# block 1

block_1/class_map.png
Fill, decap, tap and diode cells in gray.
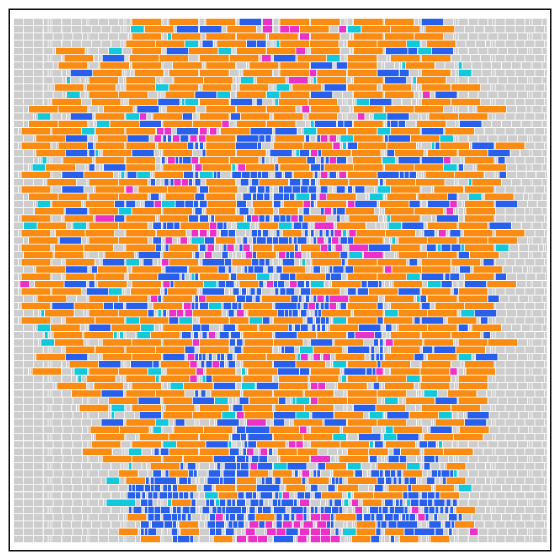

`config.mk`:
```
export PLATFORM = sky130hd
export DESIGN_NAME = cdc_loopback_fifo
export DESIGN_NICKNAME = d
export VERILOG_FILES = /design/src/rtl/cdc_loopback_fifo.sv
export SDC_FILE = /design/constraint.sdc
export NUM_CORES = 1
export LEC_CHECK = 0
export ABC_CLOCK_PERIOD_IN_PS = 2980
export CAP_MARGIN = 15
export CORE_UTILIZATION = 59
export CTS_BUF_LIST = sky130_fd_sc_hd__clkbuf_8
export CTS_CLUSTER_SIZE = 8
export DETAILED_ROUTE_END_ITERATION = 8
export PLACE_DENSITY = 0.84
export SLEW_MARGIN = 0
export SYNTH_ARGS = -nofsm -noshare
export SYNTH_HDL_FRONTEND = slang
export SYNTH_SLANG_ARGS = --single-unit
```
`constraint.sdc`:
```
create_clock -name clk_i -period 2.98 [get_ports clk_i]
set_clock_uncertainty 0.15 [all_clocks]
set_input_delay 0.298 -clock clk_i [delete_from_list [all_inputs] [get_ports clk_i]]
set_output_delay 0.298 -clock clk_i [all_outputs]
set_load 0.005 [all_outputs]
```
`src/rtl/cdc_loopback_fifo.sv`:
```
// cdc_loopback_fifo: echoes usb_cdc OUT bytes back on the IN endpoint in threshold/idle-triggered bursts.
// Build option CDC_LOOPBACK_UPPERCASE_EN folds ASCII a-z to upper case at the write stage.
//   state | meaning
//   FILL  | collecting bytes, IN side quiet
//   DRAIN | streaming stored bytes to the IN endpoint
module cdc_loopback_fifo #(
    parameter int DEPTH       = 64,
    parameter int THRESHOLD   = 16,
    parameter int IDLE_CYCLES = 1600,
    parameter int LED_CYCLES  = 800000
) (
    input  logic                   clk_i,
    input  logic                   rstn_i,
    input  logic [7:0]             out_data_i,
    input  logic                   out_valid_i,
    output logic                   out_ready_o,
    output logic [7:0]             in_data_o,
    output logic                   in_valid_o,
    input  logic                   in_ready_i,
    output logic [$clog2(DEPTH):0] level_o,
    output logic                   led_o
);
    localparam int PW = $clog2(DEPTH);
    localparam int LW = PW + 1;
    localparam int IW = $clog2(IDLE_CYCLES + 1);
    localparam int CW = $clog2(LED_CYCLES + 1);
    localparam logic [LW-1:0] LVL_FULL   = LW'(DEPTH);
    localparam logic [LW-1:0] LVL_THRESH = LW'(THRESHOLD);
    localparam logic [IW-1:0] IDLE_MAX   = IW'(IDLE_CYCLES);
    localparam logic [CW-1:0] LED_MAX    = CW'(LED_CYCLES);

    typedef enum logic {FILL = 1'b0, DRAIN = 1'b1} state_t;

    state_t        state_q, state_d;
    logic [7:0]    mem_q [DEPTH];
    logic [PW-1:0] wr_ptr_q, wr_ptr_d, rd_ptr_q, rd_ptr_d;
    logic [LW-1:0] level_q, level_d, mem_count;
    logic [IW-1:0] idle_q, idle_d;
    logic [CW-1:0] led_cnt_q, led_cnt_d;
    logic          wr_en_q, wr_en_d;
    logic [7:0]    wr_data_q, wr_data_d;
    logic          out_ready_q, out_ready_d;
    logic          in_valid_q, in_valid_d;
    logic [7:0]    in_data_q, in_data_d;
    logic          wr_fire, rd_fire, load_skid;

    function automatic logic [7:0] fold_byte(input logic [7:0] b);
`ifdef CDC_LOOPBACK_UPPERCASE_EN
        fold_byte = (b >= 8'h61 && b <= 8'h7A) ? (b & 8'hDF) : b;
`else
        fold_byte = b;
`endif
    endfunction

    always_comb begin
        wr_fire     = out_valid_i && out_ready_q;
        rd_fire     = in_valid_q && in_ready_i;
        level_d     = level_q + LW'(wr_fire) - LW'(rd_fire);
        out_ready_d = (level_d < LVL_FULL);

        // Bytes sitting in the write stage or the output skid are stored but not readable from memory.
        mem_count = level_q - LW'(in_valid_q) - LW'(wr_en_q);
        load_skid = (state_q == DRAIN) && (mem_count != '0) && (!in_valid_q || in_ready_i);

        wr_en_d   = wr_fire;
        wr_data_d = wr_fire ? fold_byte(out_data_i) : wr_data_q;
        wr_ptr_d  = wr_en_q ? wr_ptr_q + PW'(1) : wr_ptr_q;
        rd_ptr_d  = load_skid ? rd_ptr_q + PW'(1) : rd_ptr_q;

        in_valid_d = in_valid_q;
        in_data_d  = in_data_q;
        if (load_skid) begin
            in_valid_d = 1'b1;
            in_data_d  = mem_q[rd_ptr_q];
        end else if (rd_fire) begin
            in_valid_d = 1'b0;
        end

        if (wr_fire)
            idle_d = '0;
        else if (idle_q == IDLE_MAX)
            idle_d = idle_q;
        else
            idle_d = idle_q + IW'(1);

        if (wr_fire || rd_fire)
            led_cnt_d = LED_MAX;
        else if (led_cnt_q != '0)
            led_cnt_d = led_cnt_q - CW'(1);
        else
            led_cnt_d = led_cnt_q;

        state_d = state_q;
        case (state_q)
            FILL:  if (level_d >= LVL_THRESH || (idle_d == IDLE_MAX && level_d != '0))
                       state_d = DRAIN;
            DRAIN: if (level_d == '0)
                       state_d = FILL;
        endcase
    end

    always_ff @(posedge clk_i) begin
        if (!rstn_i) begin
            state_q     <= FILL;
            wr_ptr_q    <= '0;
            rd_ptr_q    <= '0;
            level_q     <= '0;
            idle_q      <= '0;
            led_cnt_q   <= '0;
            wr_en_q     <= 1'b0;
            wr_data_q   <= '0;
            out_ready_q <= 1'b0;
            in_valid_q  <= 1'b0;
            in_data_q   <= '0;
        end else begin
            state_q     <= state_d;
            wr_ptr_q    <= wr_ptr_d;
            rd_ptr_q    <= rd_ptr_d;
            level_q     <= level_d;
            idle_q      <= idle_d;
            led_cnt_q   <= led_cnt_d;
            wr_en_q     <= wr_en_d;
            wr_data_q   <= wr_data_d;
            out_ready_q <= out_ready_d;
            in_valid_q  <= in_valid_d;
            in_data_q   <= in_data_d;
        end
    end

    always_ff @(posedge clk_i) begin
        if (wr_en_q)
            mem_q[wr_ptr_q] <= wr_data_q;
    end

    assign out_ready_o = out_ready_q;
    assign in_valid_o  = in_valid_q;
    assign in_data_o   = in_data_q;
    assign level_o     = level_q;
    assign led_o       = (led_cnt_q != '0);
endmodule

```
# block 2

### src/rtl/tiny_alu_pkg.sv
// tiny_alu_pkg: shared opcode and FSM state types
// for the tiny multi-cycle ALU.
package tiny_alu_pkg;

  localparam int OPCODE_BITS = 3;

  typedef enum logic [OPCODE_BITS-1:0] {
    OP_NOP = 3'd0,
    OP_ADD = 3'd1,
    OP_AND = 3'd2,
    OP_XOR = 3'd3,
    OP_MUL = 3'd4
  } opcode_e;

  typedef enum logic {
    S_IDLE = 1'b0,
    S_MULT = 1'b1
  } state_e;

endpackage

### src/rtl/tiny_alu_mult_pipe.sv
// tiny_alu_mult_pipe: registered unsigned product with
// a valid shift line timing the multiply latency.
module tiny_alu_mult_pipe #(
  parameter int DATA_BITS   = 8,
  parameter int MUL_LATENCY = 3
) (
  input  logic                   clk_i,
  input  logic                   reset_n_i,
  input  logic                   start_i,
  input  logic [DATA_BITS-1:0]   a_i,
  input  logic [DATA_BITS-1:0]   b_i,
  output logic                   valid_o,
  output logic [2*DATA_BITS-1:0] prod_o
);

  localparam int RW = 2 * DATA_BITS;

  logic [MUL_LATENCY-2:0] vld_q;
  logic [RW-1:0]          prod_q;

  // capture product on start, then walk valid down the line
  always_ff @(posedge clk_i or negedge reset_n_i) begin
    if (!reset_n_i) begin
      vld_q  <= '0;
      prod_q <= '0;
    end else begin
      vld_q[0] <= start_i;
      for (int i = 1; i < MUL_LATENCY - 1; i++)
        vld_q[i] <= vld_q[i-1];
      if (start_i)
        prod_q <= {{DATA_BITS{1'b0}}, a_i}
                * {{DATA_BITS{1'b0}}, b_i};
    end
  end

  assign valid_o = vld_q[MUL_LATENCY-2];
  assign prod_o  = prod_q;

endmodule

### src/rtl/tiny_alu_mc.sv
// tiny_alu_mc: 1-cycle ADD/AND/XOR plus multi-cycle MUL.
// Define TINY_ALU_MC_ERR_EN to add err_o for illegal opcodes.
module tiny_alu_mc
  import tiny_alu_pkg::*;
#(
  parameter int DATA_BITS   = 8,
  parameter int MUL_LATENCY = 3
) (
  input  logic                   clk_i,
  input  logic                   reset_n_i,
  input  logic [DATA_BITS-1:0]   a_i,
  input  logic [DATA_BITS-1:0]   b_i,
  input  logic [OPCODE_BITS-1:0] opcode_i,
  input  logic                   start_i,
  output logic [2*DATA_BITS-1:0] result_o,
`ifdef TINY_ALU_MC_ERR_EN
  output logic                   err_o,
`endif
  output logic                   done_o,
  output logic                   busy_o
);

  localparam int RW = 2 * DATA_BITS;

  state_e        state_q, state_d;
  logic          accept;
  logic          is_alu;
  logic          is_mul;
  logic [RW-1:0] alu_res;
  logic          mul_valid;
  logic [RW-1:0] mul_prod;
  logic [RW-1:0] result_q;
  logic          done_q;
`ifdef TINY_ALU_MC_ERR_EN
  logic          is_ill;
  logic          err_q;
`endif

  // accept logic, opcode decode and next state
  always_comb begin
    accept  = start_i && (state_q == S_IDLE || done_q);
    is_alu  = 1'b0;
    is_mul  = 1'b0;
    alu_res = '0;
`ifdef TINY_ALU_MC_ERR_EN
    is_ill  = 1'b0;
`endif
    unique case (1'b1)
      (opcode_i == OP_ADD): begin
        is_alu  = 1'b1;
        alu_res = {{DATA_BITS{1'b0}}, a_i}
                + {{DATA_BITS{1'b0}}, b_i};
      end
      (opcode_i == OP_AND): begin
        is_alu  = 1'b1;
        alu_res = {{DATA_BITS{1'b0}}, a_i & b_i};
      end
      (opcode_i == OP_XOR): begin
        is_alu  = 1'b1;
        alu_res = {{DATA_BITS{1'b0}}, a_i ^ b_i};
      end
      (opcode_i == OP_MUL): is_mul = 1'b1;
      (opcode_i == OP_NOP): ;
`ifdef TINY_ALU_MC_ERR_EN
      default: is_ill = 1'b1;
`else
      default: ;
`endif
    endcase
    state_d = state_q;
    unique case (state_q)
      S_IDLE: if (accept && is_mul) state_d = S_MULT;
      S_MULT: if (done_q)
        state_d = (accept && is_mul) ? S_MULT : S_IDLE;
      default: state_d = S_IDLE;
    endcase
  end

  tiny_alu_mult_pipe #(
    .DATA_BITS   (DATA_BITS),
    .MUL_LATENCY (MUL_LATENCY)
  ) u_mult (
    .clk_i     (clk_i),
    .reset_n_i (reset_n_i),
    .start_i   (accept && is_mul),
    .a_i       (a_i),
    .b_i       (b_i),
    .valid_o   (mul_valid),
    .prod_o    (mul_prod)
  );

  // state, done pulse and held result
  always_ff @(posedge clk_i or negedge reset_n_i) begin
    if (!reset_n_i) begin
      state_q  <= S_IDLE;
      done_q   <= 1'b0;
      result_q <= '0;
`ifdef TINY_ALU_MC_ERR_EN
      err_q    <= 1'b0;
`endif
    end else begin
      state_q <= state_d;
      done_q  <= mul_valid || (accept && is_alu);
      if (mul_valid)
        result_q <= mul_prod;
      else if (accept && is_alu)
        result_q <= alu_res;
`ifdef TINY_ALU_MC_ERR_EN
      err_q <= accept && is_ill;
      if (accept && is_ill) begin
        done_q   <= 1'b1;
        result_q <= '0;
      end
`endif
    end
  end

  assign result_o = result_q;
  assign done_o   = done_q;
  assign busy_o   = (state_q == S_MULT);
`ifdef TINY_ALU_MC_ERR_EN
  assign err_o    = err_q;
`endif

endmodule

### config.mk
export PLATFORM = sky130hd
export DESIGN_NAME = tiny_alu_mc
export DESIGN_NICKNAME = d
export VERILOG_FILES = /design/src/rtl/tiny_alu_pkg.sv /design/src/rtl/tiny_alu_mult_pipe.sv /design/src/rtl/tiny_alu_mc.sv
export SDC_FILE = /design/constraint.sdc
export NUM_CORES = 1
export LEC_CHECK = 0
export CORE_ASPECT_RATIO = 1.75
export CORE_UTILIZATION = 30
export DETAILED_ROUTE_END_ITERATION = 7
export PLACE_DENSITY = 0.47
export SETUP_SLACK_MARGIN = 0.05
export SLEW_MARGIN = 20
export SYNTH_ARGS = -nofsm -noshare
export SYNTH_HDL_FRONTEND = slang
export SYNTH_SLANG_ARGS = --single-unit
### constraint.sdc
create_clock -name clk_i -period 2 [get_ports clk_i]
set_clock_uncertainty 0.1 [all_clocks]
set_input_delay 0.6 -clock clk_i [delete_from_list [all_inputs] [get_ports clk_i]]
set_output_delay 0.6 -clock clk_i [all_outputs]
set_load 0.02 [all_outputs]

==> screenshots <==
Clock nets.
(a)
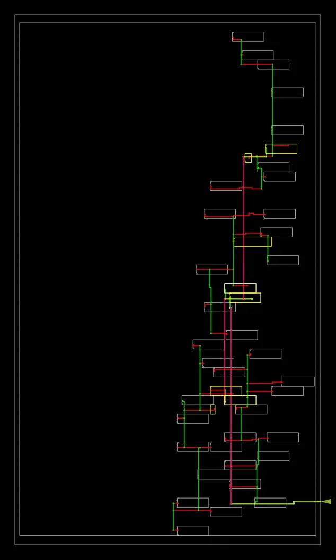
(b)
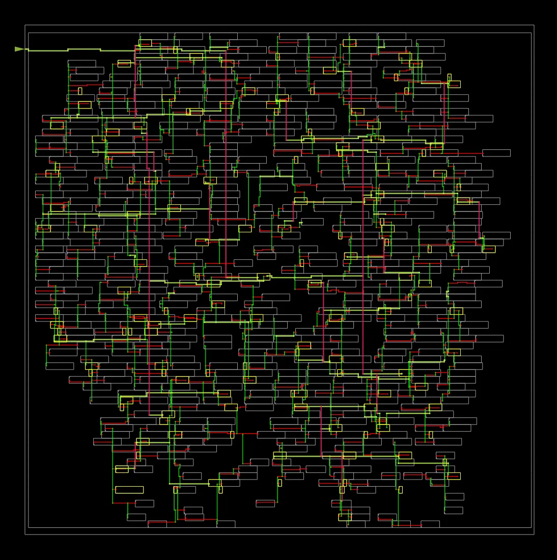
| from | picture |
|---|---|
| block 2 | (a) |
| block 1 | (b) |

block_2/clock_wires.png
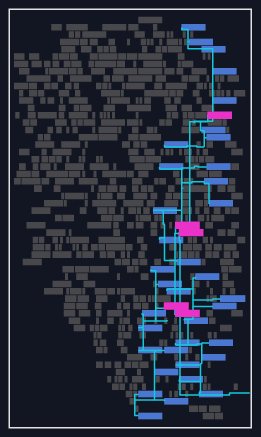
- flip-flops: blue (count 36)
- clock-net drivers: magenta (count 5)
- clock wires: cyan (length 589 µm)
- routed clock nets: 6
clk ins delay skew pair: 0.28 ns
clock network power: 891 µW
clock network fraction of total power: 15.3%

block_2/layers.png
Bar = 20 µm. Only two layers are drawn.
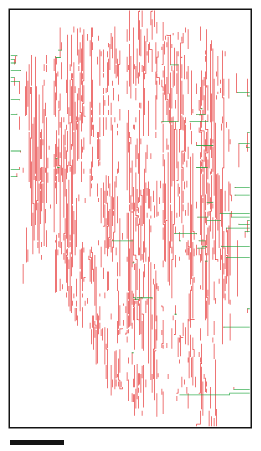
- M2: red (wire length 6680 µm)
- M3: green (wire length 215 µm)
GR Util All Layers: 18.2%
total wire length: 11600 µm
routed vias: 3661
DR WL/cell: 15.4 µm

==> flow_results.xml, block 2 <==
<?xml version="1.0" encoding="UTF-8"?>
<metrics>
  <group name="die">
    <metric name="boundaryPins" unit="">40</metric>
    <metric name="rows" unit="">55</metric>
    <metric name="chipHeight" unit="µm">155</metric>
  </group>
  <group name="synth">
    <metric name="postSynth.asyncResetShare" unit="%">100</metric>
    <metric name="post_synth_instance_area" unit="µm²">3990</metric>
  </group>
  <group name="placement">
    <metric name="place.detailed.instances" unit="">731</metric>
  </group>
  <group name="outcome">
    <metric name="status" unit="">finished, violations left</metric>
    <metric name="violations" unit="">negative setup slack</metric>
  </group>
  <group name="drt">
    <metric name="dr.max_layer_used" unit="">met4</metric>
  </group>
  <group name="pwr">
    <metric name="p_seq_share" unit="%">18.4</metric>
  </group>
  <group name="clock_tree">
    <metric name="clock_path_buffers" unit="">2</metric>
  </group>
  <group name="layout">
    <metric name="layout.cells.largest_class" unit="">logic gates</metric>
  </group>
  <group name="final_timing">
    <metric name="worst_slack" unit="ns">-2.06</metric>
    <metric name="setup-violations-final" unit="">15</metric>
  </group>
</metrics>
## block 2: kinds of logic after synthesis
group / after synthesis / share of synthesized area [%]
flops: 36 / 22.6
simple gates: 157 / 20.0
buf+inv: 66 / 6.61
compound gates: 86 / 13.7
xor+xnor: 12 / 2.63
mux: 8 / 2.16
fa+ha+maj: 81 / 32.3
## block 2: critical path, stage by stage
cell	delay (ns)
buf_8	0.11
buf_4	0.13
buf_4	0.13
and2_4	0.13
fa_2	0.36
fa_1	0.48
fa_1	0.49
inv_1	0.05
fa_1	0.49
inv_2	0.05
ha_4	0.25
buf_6	0.10
o21a_4	0.13
o31a_1	0.19
o221ai_2	0.11
a211o_1	0.31
nand3_2	0.06
## block 2: registers in the layout, summed over array words and instances (netlist names)
name	count
done_o	1
busy_o	1
u_mult.vld_q	2
result_o	16
u_mult.prod_o	16
## block 2: placed cells by master (no fill, tap or decap), types with 7 or more instances in the layout
cell,instances
ha_1,27
nor3_1,7
and2_1,31
and2_4,15
nand2_1,54
o21ai_0,15
fa_1,31
buf_4,84
nor2_1,10
o21ai_1,8
dlygate4sd2_1,11
nand3_1,7
dlymetal6s2s_1,10
inv_2,8
dfrtp_1,35
ha_4,14
buf_6,24
a21oi_1,12
inv_1,43
block_1/layers.png
Bar = 50 µm. Only two layers are drawn.
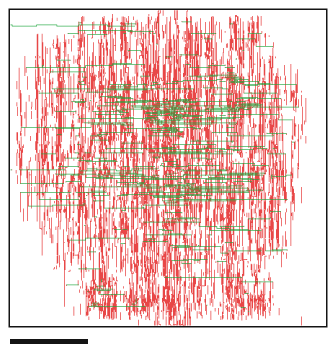
- M3: green (wire length 5020 µm)
- M2: red (wire length 25.7 mm)
routed vias: 13400
total wire length: 52400 µm
DR WL/cell: 25.0 µm
GR Util All Layers: 26.3%

## Picture notes: block_1/class_map.png
- remaining logic cells: blue (cells 707)
- clock drivers and dummy loads: cyan (cells 146)
- registers: orange (cells 582)
- remaining buffers and delay cells: magenta (cells 145)
Core ar.: 39000 µm²
proportion of cell area occupied by registers: 63.0%
placement row count: 72

==> flow_results.xml, block 1 <==
<?xml version="1.0" encoding="UTF-8"?>
<metrics>
  <group name="outcome">
    <metric name="status" unit="">complete, no violations</metric>
  </group>
  <group name="placement">
    <metric name="io_buffers" unit="">29</metric>
    <metric name="postPlaceCellArea" unit="µm²">25100</metric>
  </group>
  <group name="die">
    <metric name="boundaryPins" unit="">30</metric>
    <metric name="total_die_area" unit="µm²">40700</metric>
  </group>
  <group name="layout">
    <metric name="combAreaFraction" unit="%">23.8</metric>
    <metric name="post_route_cells_drive_above_1_share" unit="%">23.5</metric>
    <metric name="logic_area" unit="µm²">6350</metric>
    <metric name="num-multi-input-gates" unit="">686</metric>
    <metric name="layout.clock.cell_area_share" unit="%">5.69</metric>
  </group>
  <group name="critical_path">
    <metric name="reg2reg_setup_slack" unit="ns">0.09</metric>
    <metric name="setup.worst_path.end_class" unit="">flop</metric>
  </group>
  <group name="final_timing">
    <metric name="rel_slew_slack" unit="%">39.7</metric>
    <metric name="max_freq" unit="GHz">0.346</metric>
  </group>
  <group name="pwr">
    <metric name="sequentialPower" unit="µW">9750</metric>
    <metric name="net_switching_power_of_the_design" unit="µW">5770</metric>
  </group>
  <group name="drt">
    <metric name="antenna_left" unit="">0</metric>
  </group>
</metrics>
## block 1: logic make-up (layout without fill, tap and decap cells)
group	after synthesis	count (layout)
DFF	582	582
and+or+nand+nor	294	294
muxes	170	170
AOI/OAI and AO/OA	163	163
buffers and inverters	98	312
xor gates and xnor gates	38	38
adders and majority gates	21	21
## block 1: repair_timing
item,4_1_cts,5_1_grt
endpoints found under the setup margin,1,15
pin swaps,3,5
setup buffers,1,2
hold buffers,0,0
gates resized,2,11
## block 1: flip-flops by register name (all words and copies together) (netlist names), 6 cells and up
name       cells
level_o        7
wr_ptr_q       6
rd_ptr_q       6
led_cnt_q     20
in_data_o      8
idle_q        11
wr_data_q      8
mem_q        512
## block 1: layer usage
layer  wire [µm]  global-route usage (%)  vias up
met2       25700                    41.9      751
met3        5020                    5.72      138
met5           0                       0        -
met4        1740                    11.1        0
li1            -                       -     5722
met1       20000                    35.6     6744
## block 1: critical path, cell delays in order, from the launching register on
cell and delay [ns]:
dfxtp_1 0.33, fa_1 0.58, inv_1 0.08, ha_4 0.18
nor4b_4 0.24, buf_4 0.16, xnor2_1 0.10, nand2_1 0.10
o311a_1 0.38, buf_12 0.17, and3_1 0.19, mux2i_1 0.12


==> screenshots <==
Power grid.
shot_01.png
Bar = 20 µm. Pins as bars on the die edge.
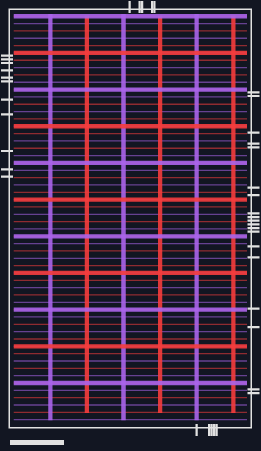
shot_02.png
Bar = 50 µm. Pins as bars on the die edge.
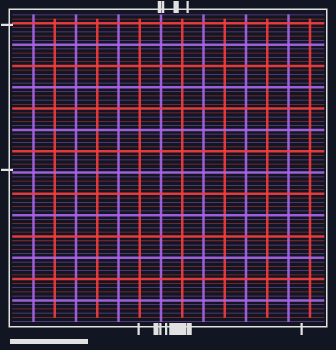
block 2: shot_01.png
block 1: shot_02.png
- largest die: shot_02.png

Key to shot_02.png:
- VSS: purple
- VDD: red
- signal pins: 30
- met5 straps: 14
- met1 rails: 73
- rows: 72
- met4 straps: 14

Power figures rest on the tool's default switching activity, not on a simulated workload.
